=== block 1 ===
Fig. 1: block 1, drive-strength map
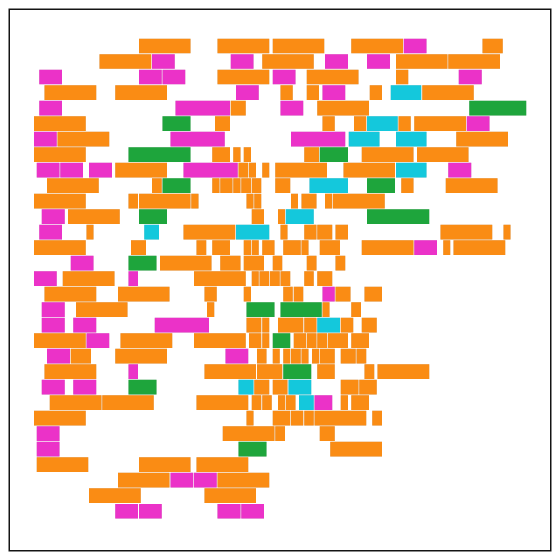

[config.mk]
export PLATFORM = sky130hd
export DESIGN_NAME = isa_bus_master
export DESIGN_NICKNAME = d
export VERILOG_FILES = /design/src/rtl/isa_pkg.sv /design/src/rtl/isa_cycle_timer.sv /design/src/rtl/isa_bus_master.sv
export SDC_FILE = /design/constraint.sdc
export NUM_CORES = 1
export LEC_CHECK = 0
export CAP_MARGIN = 20
export CORE_MARGIN = 4
export CORE_UTILIZATION = 40
export DETAILED_ROUTE_END_ITERATION = 10
export DONT_BUFFER_PORTS = 1
export SKIP_LAST_GASP = 1
export SLEW_MARGIN = 10
export SYNTH_ARGS = -nofsm -noshare
export SYNTH_HDL_FRONTEND = slang
export SYNTH_SLANG_ARGS = --single-unit
[constraint.sdc]
create_clock -name clk -period 3.3 [get_ports clk]
set_input_delay 0.33 -clock clk [delete_from_list [all_inputs] [get_ports clk]]
set_output_delay 0.33 -clock clk [all_outputs]
set_load 0.005 [all_outputs]
[src/rtl/isa_pkg.sv]
// Shared definitions for the ISA bus initiator.
//  - state_t : bus-cycle sequencer states
//  - cyc_t   : the four 8-bit ISA cycle types
//  - DEF_*   : default phase timing in clocks
//  - cyc_decode() : maps the CPU-side io/write bits to a cycle type
package isa_pkg;

   typedef enum logic [2:0] {
      IDLE,
      ADDR,
      CMD,
      WAIT,
      HOLD,
      DONE
   } state_t;

   typedef enum logic [1:0] {
      IOR,
      IOW,
      MEMR,
      MEMW
   } cyc_t;

   localparam int DEF_SETUP_CLKS  = 2;
   localparam int DEF_CMD_CLKS    = 6;
   localparam int DEF_HOLD_CLKS   = 2;
   localparam int DEF_RDY_TIMEOUT = 255;

   // Value returned when nobody drove the data bus (floating ISA bus reads high).
   localparam logic [7:0] RDATA_FLOAT = 8'hFF;

   function automatic cyc_t cyc_decode(input logic io, input logic write);
      cyc_t c;
      if (io) c = write ? IOW : IOR;
      else    c = write ? MEMW : MEMR;
      return c;
   endfunction

endpackage

[src/rtl/isa_cycle_timer.sv]
// 8-bit loadable down-counter used to time each phase of an ISA cycle.
//  clk, reset_l     : clock, asynchronous active-low reset
//  load, load_value : load the counter (load wins over dec)
//  dec              : decrement, saturating at zero
//  zero             : counter currently holds zero
module isa_cycle_timer (
   input  logic       clk,
   input  logic       reset_l,
   input  logic       load,
   input  logic [7:0] load_value,
   input  logic       dec,
   output logic       zero
);

   logic [7:0] count_reg;

   always_ff @(posedge clk or negedge reset_l) begin
      if (!reset_l) begin
         count_reg <= '0;
      end else if (load) begin
         count_reg <= load_value;
      end else if (dec && (count_reg != 8'd0)) begin
         count_reg <= count_reg - 8'd1;
      end
   end

   assign zero = (count_reg == 8'd0);

endmodule

[src/rtl/isa_bus_master.sv]
// ISA bus initiator: turns single-beat CPU requests into 8-bit ISA I/O or
// memory cycles (ADDR setup, CMD strobe, optional WAIT stretch, HOLD, DONE).
//  CPU side : cpu_req/io/write/addr/wdata in; cpu_busy, cpu_ack, cpu_rdata,
//             cpu_timeout out (all registered)
//  ISA side : bus_a, bus_d, bus_ior_l/iow_l/memr_l/memw_l, bus_aen out;
//             bus_din, bus_dir, bus_rdy in
module isa_bus_master
   import isa_pkg::*;
#(
   parameter int SETUP_CLKS  = DEF_SETUP_CLKS,
   parameter int CMD_CLKS    = DEF_CMD_CLKS,
   parameter int HOLD_CLKS   = DEF_HOLD_CLKS,
   parameter int RDY_TIMEOUT = DEF_RDY_TIMEOUT
) (
   input  logic        clk,
   input  logic        reset_l,
   input  logic        cpu_req,
   input  logic        cpu_io,
   input  logic        cpu_write,
   input  logic [19:0] cpu_addr,
   input  logic [7:0]  cpu_wdata,
   output logic        cpu_busy,
   output logic        cpu_ack,
   output logic [7:0]  cpu_rdata,
   output logic        cpu_timeout,
   output logic [19:0] bus_a,
   output logic [7:0]  bus_d,
   output logic        bus_ior_l,
   output logic        bus_iow_l,
   output logic        bus_memr_l,
   output logic        bus_memw_l,
   output logic        bus_aen,
   input  logic [7:0]  bus_din,
   input  logic        bus_dir,
   input  logic        bus_rdy
);

   // Timer reload values: a phase of N clocks runs from N-1 down to zero.
   localparam logic [7:0] SETUP_LD = 8'(SETUP_CLKS - 1);
   localparam logic [7:0] CMD_LD   = 8'(CMD_CLKS - 1);
   localparam logic [7:0] HOLD_LD  = 8'(HOLD_CLKS - 1);
   localparam logic [7:0] WAIT_LD  = 8'(RDY_TIMEOUT - 1);

   state_t     state_reg;
   cyc_t       cyc_reg;
   logic       write_reg;
   logic       rdy_q;
   logic       timeout_reg;
   logic [7:0] rdata_cap;

   logic       tmr_load;
   logic [7:0] tmr_value;
   logic       tmr_dec;
   logic       tmr_zero;
   logic       strobe_end;
   logic       strobe_timeout;

   isa_cycle_timer u_timer (
      .clk        (clk),
      .reset_l    (reset_l),
      .load       (tmr_load),
      .load_value (tmr_value),
      .dec        (tmr_dec),
      .zero       (tmr_zero)
   );

   // Phase timer control and end-of-strobe detection.
   always_comb begin
      tmr_load       = 1'b0;
      tmr_value      = '0;
      tmr_dec        = 1'b0;
      strobe_end     = 1'b0;
      strobe_timeout = 1'b0;
      case (state_reg)
         IDLE: begin
            if (cpu_req) begin
               tmr_load  = 1'b1;
               tmr_value = SETUP_LD;
            end
         end
         ADDR: begin
            if (tmr_zero) begin
               tmr_load  = 1'b1;
               tmr_value = CMD_LD;
            end else begin
               tmr_dec = 1'b1;
            end
         end
         CMD: begin
            if (tmr_zero) begin
               tmr_load   = 1'b1;
               tmr_value  = rdy_q ? HOLD_LD : WAIT_LD;
               strobe_end = rdy_q;
            end else begin
               tmr_dec = 1'b1;
            end
         end
         WAIT: begin
            // A ready target wins over an expiring timeout on the same clock.
            if (rdy_q || tmr_zero) begin
               tmr_load       = 1'b1;
               tmr_value      = HOLD_LD;
               strobe_end     = 1'b1;
               strobe_timeout = !rdy_q;
            end else begin
               tmr_dec = 1'b1;
            end
         end
         HOLD: begin
            tmr_dec = 1'b1;
         end
         default: ;
      endcase
   end

   always_ff @(posedge clk or negedge reset_l) begin
      if (!reset_l) begin
         state_reg   <= IDLE;
         cyc_reg     <= IOR;
         write_reg   <= 1'b0;
         rdy_q       <= 1'b0;
         timeout_reg <= 1'b0;
         rdata_cap   <= '0;
         cpu_busy    <= 1'b0;
         cpu_ack     <= 1'b0;
         cpu_rdata   <= '0;
         cpu_timeout <= 1'b0;
         bus_a       <= '0;
         bus_d       <= '0;
         bus_ior_l   <= 1'b1;
         bus_iow_l   <= 1'b1;
         bus_memr_l  <= 1'b1;
         bus_memw_l  <= 1'b1;
         bus_aen     <= 1'b1;
      end else begin
         rdy_q   <= bus_rdy;
         cpu_ack <= 1'b0;
         case (state_reg)
            IDLE: begin
               if (cpu_req) begin
                  cyc_reg     <= cyc_decode(cpu_io, cpu_write);
                  write_reg   <= cpu_write;
                  bus_a       <= cpu_addr;
                  if (cpu_write) bus_d <= cpu_wdata;
                  bus_aen     <= 1'b0;
                  cpu_busy    <= 1'b1;
                  timeout_reg <= 1'b0;
                  state_reg   <= ADDR;
               end
            end
            ADDR: begin
               if (tmr_zero) begin
                  state_reg <= CMD;
                  case (cyc_reg)
                     IOR:     bus_ior_l  <= 1'b0;
                     IOW:     bus_iow_l  <= 1'b0;
                     MEMR:    bus_memr_l <= 1'b0;
                     default: bus_memw_l <= 1'b0;
                  endcase
               end
            end
            CMD, WAIT: begin
               if (strobe_end) begin
                  bus_ior_l   <= 1'b1;
                  bus_iow_l   <= 1'b1;
                  bus_memr_l  <= 1'b1;
                  bus_memw_l  <= 1'b1;
                  timeout_reg <= strobe_timeout;
                  // Sample read data on the last strobe-low clock; an undriven
                  // bus or an abandoned cycle reads as floating high.
                  rdata_cap   <= (strobe_timeout || !bus_dir) ? RDATA_FLOAT : bus_din;
                  state_reg   <= HOLD;
               end else if ((state_reg == CMD) && tmr_zero) begin
                  state_reg <= WAIT;
               end
            end
            HOLD: begin
               if (tmr_zero) begin
                  bus_aen   <= 1'b1;
                  state_reg <= DONE;
               end
            end
            DONE: begin
               cpu_ack     <= 1'b1;
               cpu_busy    <= 1'b0;
               cpu_timeout <= timeout_reg;
               if (!write_reg) cpu_rdata <= rdata_cap;
               state_reg   <= IDLE;
            end
            default: state_reg <= IDLE;
         endcase
      end
   end

endmodule

=== block 2 ===
[src/rtl/serial_subtractor_if.sv]
// Start/busy/done bundle for serial_subtractor; master drives requests, slave returns results.
// The ovf signal exists only when SERIAL_SUB_OVF_EN is defined.
interface serial_subtractor_if #(
    parameter int WIDTH = 8
);
    // Handshake: start is sampled on a rising edge only while busy=0; a/b/bin are
    // captured on that edge. done pulses for one cycle when diff/bout (and ovf) change,
    // and those outputs then hold until the next completion or reset.
    logic             start;
    logic [WIDTH-1:0] a;
    logic [WIDTH-1:0] b;
    logic             bin;
    logic             busy;
    logic             done;
    logic [WIDTH-1:0] diff;
    logic             bout;
    logic [1:0]       state_dbg;
`ifdef SERIAL_SUB_OVF_EN
    logic             ovf;
`endif

    modport master (
        output start, a, b, bin,
        input  busy, done, diff, bout, state_dbg
`ifdef SERIAL_SUB_OVF_EN
        , input ovf
`endif
    );

    modport slave (
        input  start, a, b, bin,
        output busy, done, diff, bout, state_dbg
`ifdef SERIAL_SUB_OVF_EN
        , output ovf
`endif
    );
endinterface

[src/rtl/serial_subtractor.sv]
// Bit-serial a - b - bin, LSB first, one full-subtractor cell plus a registered borrow.
// Define SERIAL_SUB_OVF_EN to add the signed-overflow flag.
module serial_subtractor #(
    parameter int WIDTH = 8
) (
    input  logic                 clk,
    input  logic                 rst_n,
    serial_subtractor_if.slave   bus
);
    localparam int CW = (WIDTH > 1) ? $clog2(WIDTH) : 1;

    typedef enum logic [1:0] {IDLE = 2'd0, RUN = 2'd1, DONE = 2'd2} state_t;

    state_t           state;
    logic [WIDTH-1:0] a_sh;
    logic [WIDTH-1:0] b_sh;
    logic [WIDTH-1:0] part;
    logic [CW-1:0]    cnt;
    logic             br;
    logic             busy_r;
    logic             done_r;
    logic [WIDTH-1:0] diff_r;
    logic             bout_r;
    logic             d_bit;
    logic             br_nxt;
`ifdef SERIAL_SUB_OVF_EN
    logic             a_msb;
    logic             b_msb;
    logic             ovf_r;
`endif

    always_comb begin
        d_bit  = a_sh[0] ^ b_sh[0] ^ br;
        br_nxt = (~a_sh[0] & b_sh[0]) | (~(a_sh[0] ^ b_sh[0]) & br);
    end

    always_ff @(posedge clk or negedge rst_n) begin
        if (!rst_n) begin
            state  <= IDLE;
            a_sh   <= '0;
            b_sh   <= '0;
            part   <= '0;
            cnt    <= '0;
            br     <= 1'b0;
            busy_r <= 1'b0;
            done_r <= 1'b0;
            diff_r <= '0;
            bout_r <= 1'b0;
`ifdef SERIAL_SUB_OVF_EN
            a_msb  <= 1'b0;
            b_msb  <= 1'b0;
            ovf_r  <= 1'b0;
`endif
        end else begin
            case (state)
                RUN: begin
                    a_sh <= a_sh >> 1;
                    b_sh <= b_sh >> 1;
                    br   <= br_nxt;
                    part <= {d_bit, part[WIDTH-1:1]};
                    cnt  <= cnt + CW'(1);
                    if (cnt == CW'(WIDTH - 1)) begin
                        // The final bit lands at the MSB, so publish the assembled word directly.
                        diff_r <= {d_bit, part[WIDTH-1:1]};
                        bout_r <= br_nxt;
`ifdef SERIAL_SUB_OVF_EN
                        ovf_r  <= (a_msb != b_msb) && (d_bit != a_msb);
`endif
                        state  <= DONE;
                        busy_r <= 1'b0;
                        done_r <= 1'b1;
                    end
                end
                default: begin
                    done_r <= 1'b0;
                    if (bus.start) begin
                        a_sh   <= bus.a;
                        b_sh   <= bus.b;
                        br     <= bus.bin;
                        part   <= '0;
                        cnt    <= '0;
`ifdef SERIAL_SUB_OVF_EN
                        a_msb  <= bus.a[WIDTH-1];
                        b_msb  <= bus.b[WIDTH-1];
`endif
                        state  <= RUN;
                        busy_r <= 1'b1;
                    end else begin
                        state  <= IDLE;
                        busy_r <= 1'b0;
                    end
                end
            endcase
        end
    end

    assign bus.busy      = busy_r;
    assign bus.done      = done_r;
    assign bus.diff      = diff_r;
    assign bus.bout      = bout_r;
    assign bus.state_dbg = state;
`ifdef SERIAL_SUB_OVF_EN
    assign bus.ovf       = ovf_r;
`endif
endmodule

[src/flat_wrapper.sv]
// flat-port wrapper written by rule: the top's interface ports become plain ports
module serial_subtractor_flat 
#(
    parameter int WIDTH = 8
)
  (clk, rst_n, bus_start, bus_a, bus_b, bus_bin, bus_busy, bus_done, bus_diff, bus_bout, bus_state_dbg);
  serial_subtractor_if #(.WIDTH(WIDTH)) bus_i ();
  input  logic clk;
  input  logic rst_n;
  input wire logic [$bits(bus_i.start)-1:0] bus_start;
  input wire logic [$bits(bus_i.a)-1:0] bus_a;
  input wire logic [$bits(bus_i.b)-1:0] bus_b;
  input wire logic [$bits(bus_i.bin)-1:0] bus_bin;
  output wire logic [$bits(bus_i.busy)-1:0] bus_busy;
  output wire logic [$bits(bus_i.done)-1:0] bus_done;
  output wire logic [$bits(bus_i.diff)-1:0] bus_diff;
  output wire logic [$bits(bus_i.bout)-1:0] bus_bout;
  output wire logic [$bits(bus_i.state_dbg)-1:0] bus_state_dbg;
  assign bus_i.start = bus_start;
  assign bus_i.a = bus_a;
  assign bus_i.b = bus_b;
  assign bus_i.bin = bus_bin;
  assign bus_busy = bus_i.busy;
  assign bus_done = bus_i.done;
  assign bus_diff = bus_i.diff;
  assign bus_bout = bus_i.bout;
  assign bus_state_dbg = bus_i.state_dbg;
  serial_subtractor #(.WIDTH(WIDTH)) u_core (.clk(clk), .rst_n(rst_n), .bus(bus_i));
endmodule
[config.mk]
export PLATFORM = sky130hd
export DESIGN_NAME = serial_subtractor_flat
export DESIGN_NICKNAME = d
export VERILOG_FILES = /design/src/rtl/serial_subtractor_if.sv /design/src/rtl/serial_subtractor.sv /design/src/flat_wrapper.sv
export SDC_FILE = /design/constraint.sdc
export NUM_CORES = 1
export LEC_CHECK = 0
export CORE_UTILIZATION = 35
export DETAILED_ROUTE_END_ITERATION = 7
export HOLD_SLACK_MARGIN = 0.15
export SLEW_MARGIN = 20
export SYNTH_ARGS = -nofsm -noshare
export SYNTH_HDL_FRONTEND = slang
export SYNTH_SLANG_ARGS = --single-unit
[constraint.sdc]
create_clock -name clk -period 1.9 [get_ports clk]
set_input_delay 0.38 -clock clk [delete_from_list [all_inputs] [get_ports clk]]
set_output_delay 0.38 -clock clk [all_outputs]
set_load 0.01 [all_outputs]
=== block 3 ===
===== src/rtl/sequence_game_pkg.sv =====
// sequence_game_pkg: state encoding and width helpers shared by the sequence game blocks
package sequence_game_pkg;

    typedef enum logic [2:0] {IDLE, ADD, SHOW_ON, SHOW_OFF, INPUT, WIN_S, LOSE_S, END} state_t;

    function automatic int clog2_min1(input int n);
        return (n < 2) ? 1 : $clog2(n);
    endfunction

    function automatic int color_w(input int ncolors);
        return clog2_min1(ncolors);
    endfunction

    function automatic int len_w(input int max_len);
        return (max_len < 1) ? 1 : $clog2(max_len + 1);
    endfunction

    function automatic int max3(input int a, input int b, input int c);
        return (a > b) ? ((a > c) ? a : c) : ((b > c) ? b : c);
    endfunction

endpackage


===== src/rtl/sequence_game_ctrl_tick_counter.sv =====
// tick_counter: counts time-base pulses up to a target; done flags the pulse that reaches it
module tick_counter
    import sequence_game_pkg::*;
#(
    parameter int TW = 4
) (
    input  logic          CLK,
    input  logic          RST,
    input  logic          clr,
    input  logic          pulse,
    input  logic [TW-1:0] target,
    output logic          done
);

    logic [TW-1:0] count;

    // pulse counter, restarted whenever the owner changes phase
    always_ff @(posedge CLK) begin
        count <= (RST || clr) ? '0 : pulse ? count + TW'(1) : count;
    end

    assign done = pulse && (count + TW'(1) == target);

endmodule


===== src/rtl/sequence_game_ctrl.sv =====
// sequence_game_ctrl: grows a random colour sequence, plays it back and checks the player's replay
module sequence_game_ctrl
    import sequence_game_pkg::*;
#(
    parameter  int NCOLORS        = 4,
    parameter  int MAX_LEN        = 32,
    parameter  int ON_PULSES      = 2,
    parameter  int OFF_PULSES     = 1,
    parameter  int TIMEOUT_PULSES = 8,
    localparam int CW             = color_w(NCOLORS),
    localparam int LW             = len_w(MAX_LEN)
) (
    input  logic          CLK,
    input  logic          RST,
    input  logic          START,
    input  logic [CW-1:0] IN,
    input  logic          IN_VALID,
    input  logic [CW-1:0] RAND,
    input  logic          TIMER_PULSE,
    output logic [CW-1:0] OUT,
    output logic          OUT_EN,
    output logic [LW-1:0] SCORE,
    output logic [LW-1:0] HIGH_SCORE,
    output logic          NEW_HS,
    output logic          WIN,
    output logic          LOSE,
    output logic          BUSY
);

    localparam int AW = clog2_min1(MAX_LEN);
    localparam int TW = len_w(max3(ON_PULSES, OFF_PULSES, TIMEOUT_PULSES));

    state_t        state_q, state_n;
    logic [LW-1:0] cnt_q, cnt_n, i_q, i_n, score_n, hs_n;
    logic [CW-1:0] stack_q [MAX_LEN];
    logic [CW-1:0] rand_fold, cur, out_n;
    logic          out_en_n, new_hs_n, win_n, lose_n, push, last;
    logic          tick_pulse, tick_clr, tick_done;
    logic [TW-1:0] tick_target;

    assign rand_fold   = (int'(RAND) >= NCOLORS) ? CW'(int'(RAND) - NCOLORS) : RAND;
    assign cur         = stack_q[i_q[AW-1:0]];
    assign last        = i_q == cnt_q - LW'(1);
    assign tick_pulse  = TIMER_PULSE && (state_q == SHOW_ON || state_q == SHOW_OFF ||
                                         (state_q == INPUT && TIMEOUT_PULSES != 0));
    assign tick_target = (state_q == SHOW_ON)  ? TW'(ON_PULSES) :
                         (state_q == SHOW_OFF) ? TW'(OFF_PULSES) : TW'(TIMEOUT_PULSES);
    assign tick_clr    = (state_n != state_q) || (state_q == INPUT && IN_VALID);

    tick_counter #(.TW(TW)) u_tick (
        .CLK    (CLK),
        .RST    (RST),
        .clr    (tick_clr),
        .pulse  (tick_pulse),
        .target (tick_target),
        .done   (tick_done)
    );

    // next-state logic; outputs are precomputed here so they can be registered
    always_comb begin
        state_n  = state_q;
        cnt_n    = cnt_q;
        i_n      = i_q;
        score_n  = SCORE;
        hs_n     = HIGH_SCORE;
        new_hs_n = 1'b0;
        win_n    = WIN;
        lose_n   = LOSE;
        push     = 1'b0;
        case (state_q)
            IDLE: if (START) begin
                cnt_n   = '0;
                i_n     = '0;
                score_n = '0;
                win_n   = 1'b0;
                lose_n  = 1'b0;
                state_n = ADD;
            end
            ADD: if (cnt_q == LW'(MAX_LEN)) begin
                state_n = WIN_S;
            end else begin
                push    = 1'b1;
                cnt_n   = cnt_q + LW'(1);
                i_n     = '0;
                state_n = SHOW_ON;
            end
            SHOW_ON: if (tick_done) state_n = SHOW_OFF;
            SHOW_OFF: if (tick_done) begin
                i_n     = last ? '0 : i_q + LW'(1);
                state_n = last ? INPUT : SHOW_ON;
            end
            INPUT: if (IN_VALID) begin
                if (IN != cur) begin
                    state_n = LOSE_S;
                end else if (last) begin
                    score_n = cnt_q;
                    state_n = ADD;
                end else begin
                    i_n = i_q + LW'(1);
                end
            end else if (tick_done && TIMEOUT_PULSES != 0) begin
                state_n = LOSE_S;
            end
            WIN_S: begin
                win_n   = 1'b1;
                score_n = LW'(MAX_LEN);
                state_n = END;
            end
            LOSE_S: begin
                lose_n  = 1'b1;
                state_n = END;
            end
            END: begin
                hs_n     = (SCORE > HIGH_SCORE) ? SCORE : HIGH_SCORE;
                new_hs_n = SCORE > HIGH_SCORE;
                state_n  = IDLE;
            end
            default: state_n = IDLE;
        endcase
        out_en_n = state_n == SHOW_ON;
        out_n    = !out_en_n ? '0 : (state_q == ADD && cnt_q == '0) ? rand_fold : stack_q[i_n[AW-1:0]];
    end

    // state, counters, sequence stack and registered outputs
    always_ff @(posedge CLK) begin
        if (RST) begin
            state_q    <= IDLE;
            cnt_q      <= '0;
            i_q        <= '0;
            OUT        <= '0;
            OUT_EN     <= 1'b0;
            SCORE      <= '0;
            HIGH_SCORE <= '0;
            NEW_HS     <= 1'b0;
            WIN        <= 1'b0;
            LOSE       <= 1'b0;
            BUSY       <= 1'b0;
            for (int k = 0; k < MAX_LEN; k++) stack_q[k] <= '0;
        end else begin
            state_q    <= state_n;
            cnt_q      <= cnt_n;
            i_q        <= i_n;
            OUT        <= out_n;
            OUT_EN     <= out_en_n;
            SCORE      <= score_n;
            HIGH_SCORE <= hs_n;
            NEW_HS     <= new_hs_n;
            WIN        <= win_n;
            LOSE       <= lose_n;
            BUSY       <= state_n != IDLE;
            if (push) stack_q[cnt_q[AW-1:0]] <= rand_fold;
        end
    end

endmodule


===== config.mk =====
export PLATFORM = sky130hd
export DESIGN_NAME = sequence_game_ctrl
export DESIGN_NICKNAME = d
export VERILOG_FILES = /design/src/rtl/sequence_game_pkg.sv /design/src/rtl/sequence_game_ctrl_tick_counter.sv /design/src/rtl/sequence_game_ctrl.sv
export SDC_FILE = /design/constraint.sdc
export NUM_CORES = 1
export LEC_CHECK = 0
export ABC_AREA = 0
export CAP_MARGIN = 20
export CORE_ASPECT_RATIO = 0.9
export CORE_UTILIZATION = 61
export CTS_BUF_LIST = sky130_fd_sc_hd__clkbuf_4 sky130_fd_sc_hd__clkbuf_8 sky130_fd_sc_hd__clkbuf_16
export DETAILED_ROUTE_END_ITERATION = 8
export GPL_TIMING_DRIVEN = 0
export HOLD_SLACK_MARGIN = 0.08
export PLACE_DENSITY_LB_ADDON = 0.08
export REMOVE_ABC_BUFFERS = 1
export SETUP_SLACK_MARGIN = 0.4
export SLEW_MARGIN = 20
export SYNTH_ARGS = -nofsm -noshare
export SYNTH_HDL_FRONTEND = slang
export SYNTH_SLANG_ARGS = --single-unit

===== constraint.sdc =====
create_clock -name CLK -period 5.2 [get_ports CLK]
set_input_delay 1.56 -clock CLK [delete_from_list [all_inputs] [get_ports CLK]]
set_output_delay 1.56 -clock CLK [all_outputs]
set_load 0.005 [all_outputs]

Fig. 2: block 1, the clock network
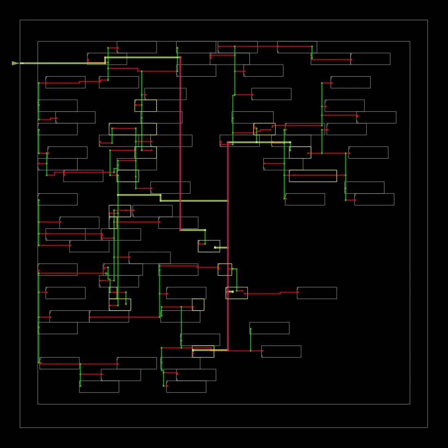
Sink Count: 67
total clock buffers created by CTS: 9
clk_buf instances: 10

About Fig. 1:
| size | color | cells | most used |
|---|---|---|---|
| _6 and larger | green | 15 | clkbuf_8 |
| _0 and _1 cells | orange | 175 | dfrtp_1 |
| _2 cells | magenta | 50 | mux2_2 |
| _3 and _4 cells | cyan | 13 | mux2_4 |
Repair and plain buffers: 5
post-layout worst setup margin: 677 ps
Non-Filler Cell Area, Final: 3390 um2

==> out/results.txt, block 1 <==
Met2 track demand over resource in global routing -> 0.203
Req. time, crit path -> 3530 ps
Final weighted congestion of routability-driven global placement -> 0.839
Root buffer cell -> sky130_fd_sc_hd__clkbuf_8
Fa+ha+maj area frac -> 0.0129
YS warnings -> 0
Crit path max-delay cell type -> sky130_fd_sc_hd__nor3b_4
Post-layout net count -> 293
Terminus of the critical flop-to-flop path -> rdata_cap[1]
Clock tree from TritonCTS -> yes
Standard-cell row count -> 31
Remaining global-route overflow -> 0
Detailed-routing iteration count for the pre-antenna-repair pass -> 4
Starting Density -> 0.412
Multi-input gate area in the final layout -> 1260 um2
Dominant cells by area after synthesis -> sky130_fd_sc_hd__dfrtp_1 (52%), sky130_fd_sc_hd__mux2_2 (15%), sky130_fd_sc_hd__dfstp_2 (4.4%)
Flop2flop setup slack -> 680 ps
Main kind of combinational logic by area -> multiplexers
Multi-input gate count -> 155
Relative max-transition margin -> 0.518
Result of the run -> completed
Antenna violations before repair -> 0
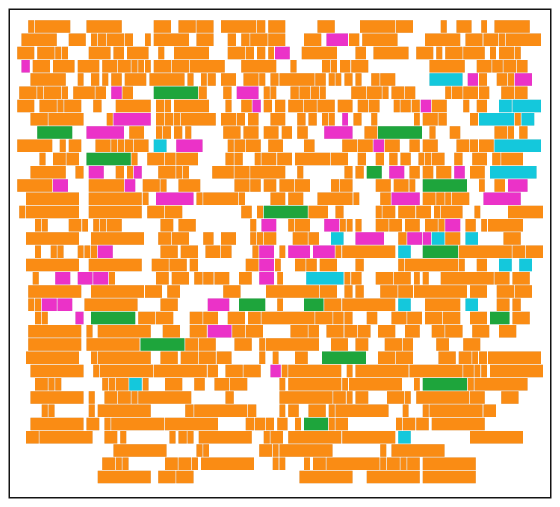
Fig. 3. Drive-strength map (block 3).
| size | color | cells | most used |
|---|---|---|---|
| _0 and _1 cells | orange | 613 | nor2_1 |
| _6 and larger | green | 16 | clkbuf_16 |
| _3 and _4 cells | cyan | 19 | buf_4 |
| _2 cells | magenta | 46 | a31o_2 |
Repair and plain buffers: 44
Non-Filler Cell Area, Final: 7190 um2

==> out/results.txt, block 3 <==
Comb area share -> 0.496
Met2 track demand over resource in global routing -> 0.505
Netlist Area Pre-Place -> 6500 um2
Post-Place Cells -> 797
Overall chip area -> 11100 um2
Standard-cell row count -> 35
Sequential Power -> 0.902 mW
Biggest fanout along the worst timing path -> 13
First-pass GRT wire length -> 26900 um
Post-layout worst setup margin -> 473 ps
Depth of the CTS H-tree -> 3
Most common reg cell -> sky130_fd_sc_hd__edfxtp_1
Count of distinct cell types in the synthesized netlist -> 75
Final weighted congestion of routability-driven global placement -> 0.948
Crit path max-delay cell type -> sky130_fd_sc_hd__clkdlybuf4s50_1
Worst Path Class, Setup -> in2reg
Horizontal die dimension -> 111 um
Chip area estimate from yosys synthesis -> 6500 um2
Top logic cells by instance count in the layout -> sky130_fd_sc_hd__nor2_1 (115), sky130_fd_sc_hd__mux2i_1 (66), sky130_fd_sc_hd__edfxtp_1 (64)
Reported combinational group power -> 0.154 mW
Result of the run -> completed
Highest clock rate -> 212 MHz
Worst skew pair latency -> 350 ps
RSZ-0062 raised after global routing -> false
DR top layer -> met4
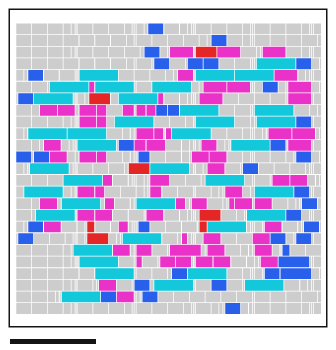
Fig. 4. Cell classes on the final placement (block 2).
The bar under the picture is 20 um long. Fill, decap, tap and diode cells in gray.
| class | color | cells | share of their area |
|---|---|---|---|
| combinational and other logic | magenta | 74 | 35% |
| clock drivers and dummy loads | red | 7 | 3.6% |
| sequential cells | cyan | 38 | 43% |
| remaining buffers and delay cells | blue | 39 | 18% |
register fraction of the total cell area: 0.417
core box area: 4850 um2
Non-Filler Cell Area, Final: 2280 um2

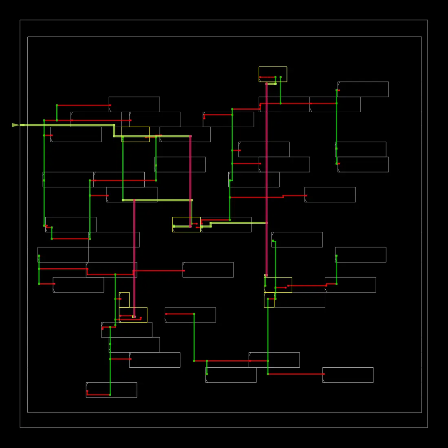
Fig. 5. The clock network (block 2).
worst skew pair latency: 290 ps
Sink Count: 38
power drawn by the clock network: 0.518 mW
clk_buf instances: 5

==> out/results.txt, block 2 <==
Dominant cells by area after synthesis -> sky130_fd_sc_hd__dfrtp_1 (53%), sky130_fd_sc_hd__mux2_2 (21%), sky130_fd_sc_hd__mux2_4 (10%)
Avg WL per Cell -> 13.8 um
Most common logic cell in the routed design -> sky130_fd_sc_hd__dfrtp_1
Final Non-Filler Cells -> 225
Clock slew at reported path FFs -> 70 ps
CP delay by family, top -> buffers and inverters
Number of sequential cells -> 38
Post-layout net count -> 181
Overall chip area -> 5440 um2
Pwr top -> registers
Element type at the critical path start -> register
Top logic cells by instance count in the layout -> sky130_fd_sc_hd__dfrtp_1 (38), sky130_fd_sc_hd__mux2_2 (33), sky130_fd_sc_hd__clkdlybuf4s50_1 (31)
Tool Warnings -> 26
Sequential standard cell area -> 951 um2
Flops & latches, synth -> 38
Total design power -> 3.18 mW
Fa+ha+maj area frac -> 0.0250
Final weighted congestion of routability-driven global placement -> 0.652
Gate count of the mapped netlist -> 121
Result of the run -> completed
Net Count, Synth -> 144
Sequential Power -> 1.34 mW
Worst min-delay path startpoint -> u_core.cnt[0]
Biggest fanout along the worst timing path -> 5
Boundary Pins -> 33
Mean number of vias per cell -> 4.50
Count of instantiated cells in the yosys netlist -> 121


==> screenshots <==
Gate-type map.
(a)
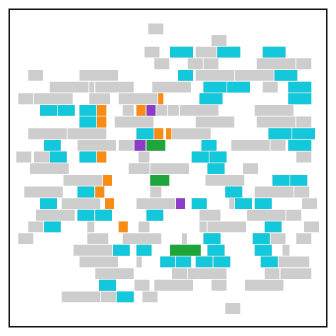
(b)
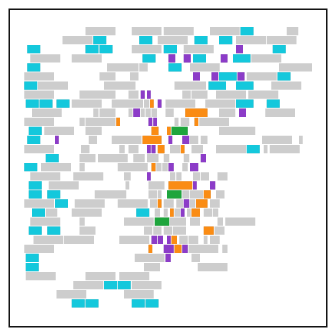
(c)
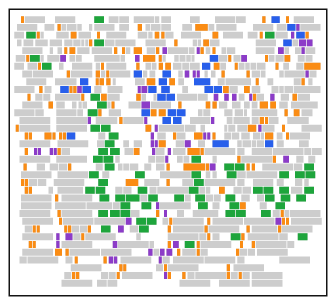
- fewest cells: (a)
- most cells: (c)
block 1 -> (b)
block 2 -> (a)
block 3 -> (c)

Power figures rest on the tool's default switching activity, not on a simulated workload.
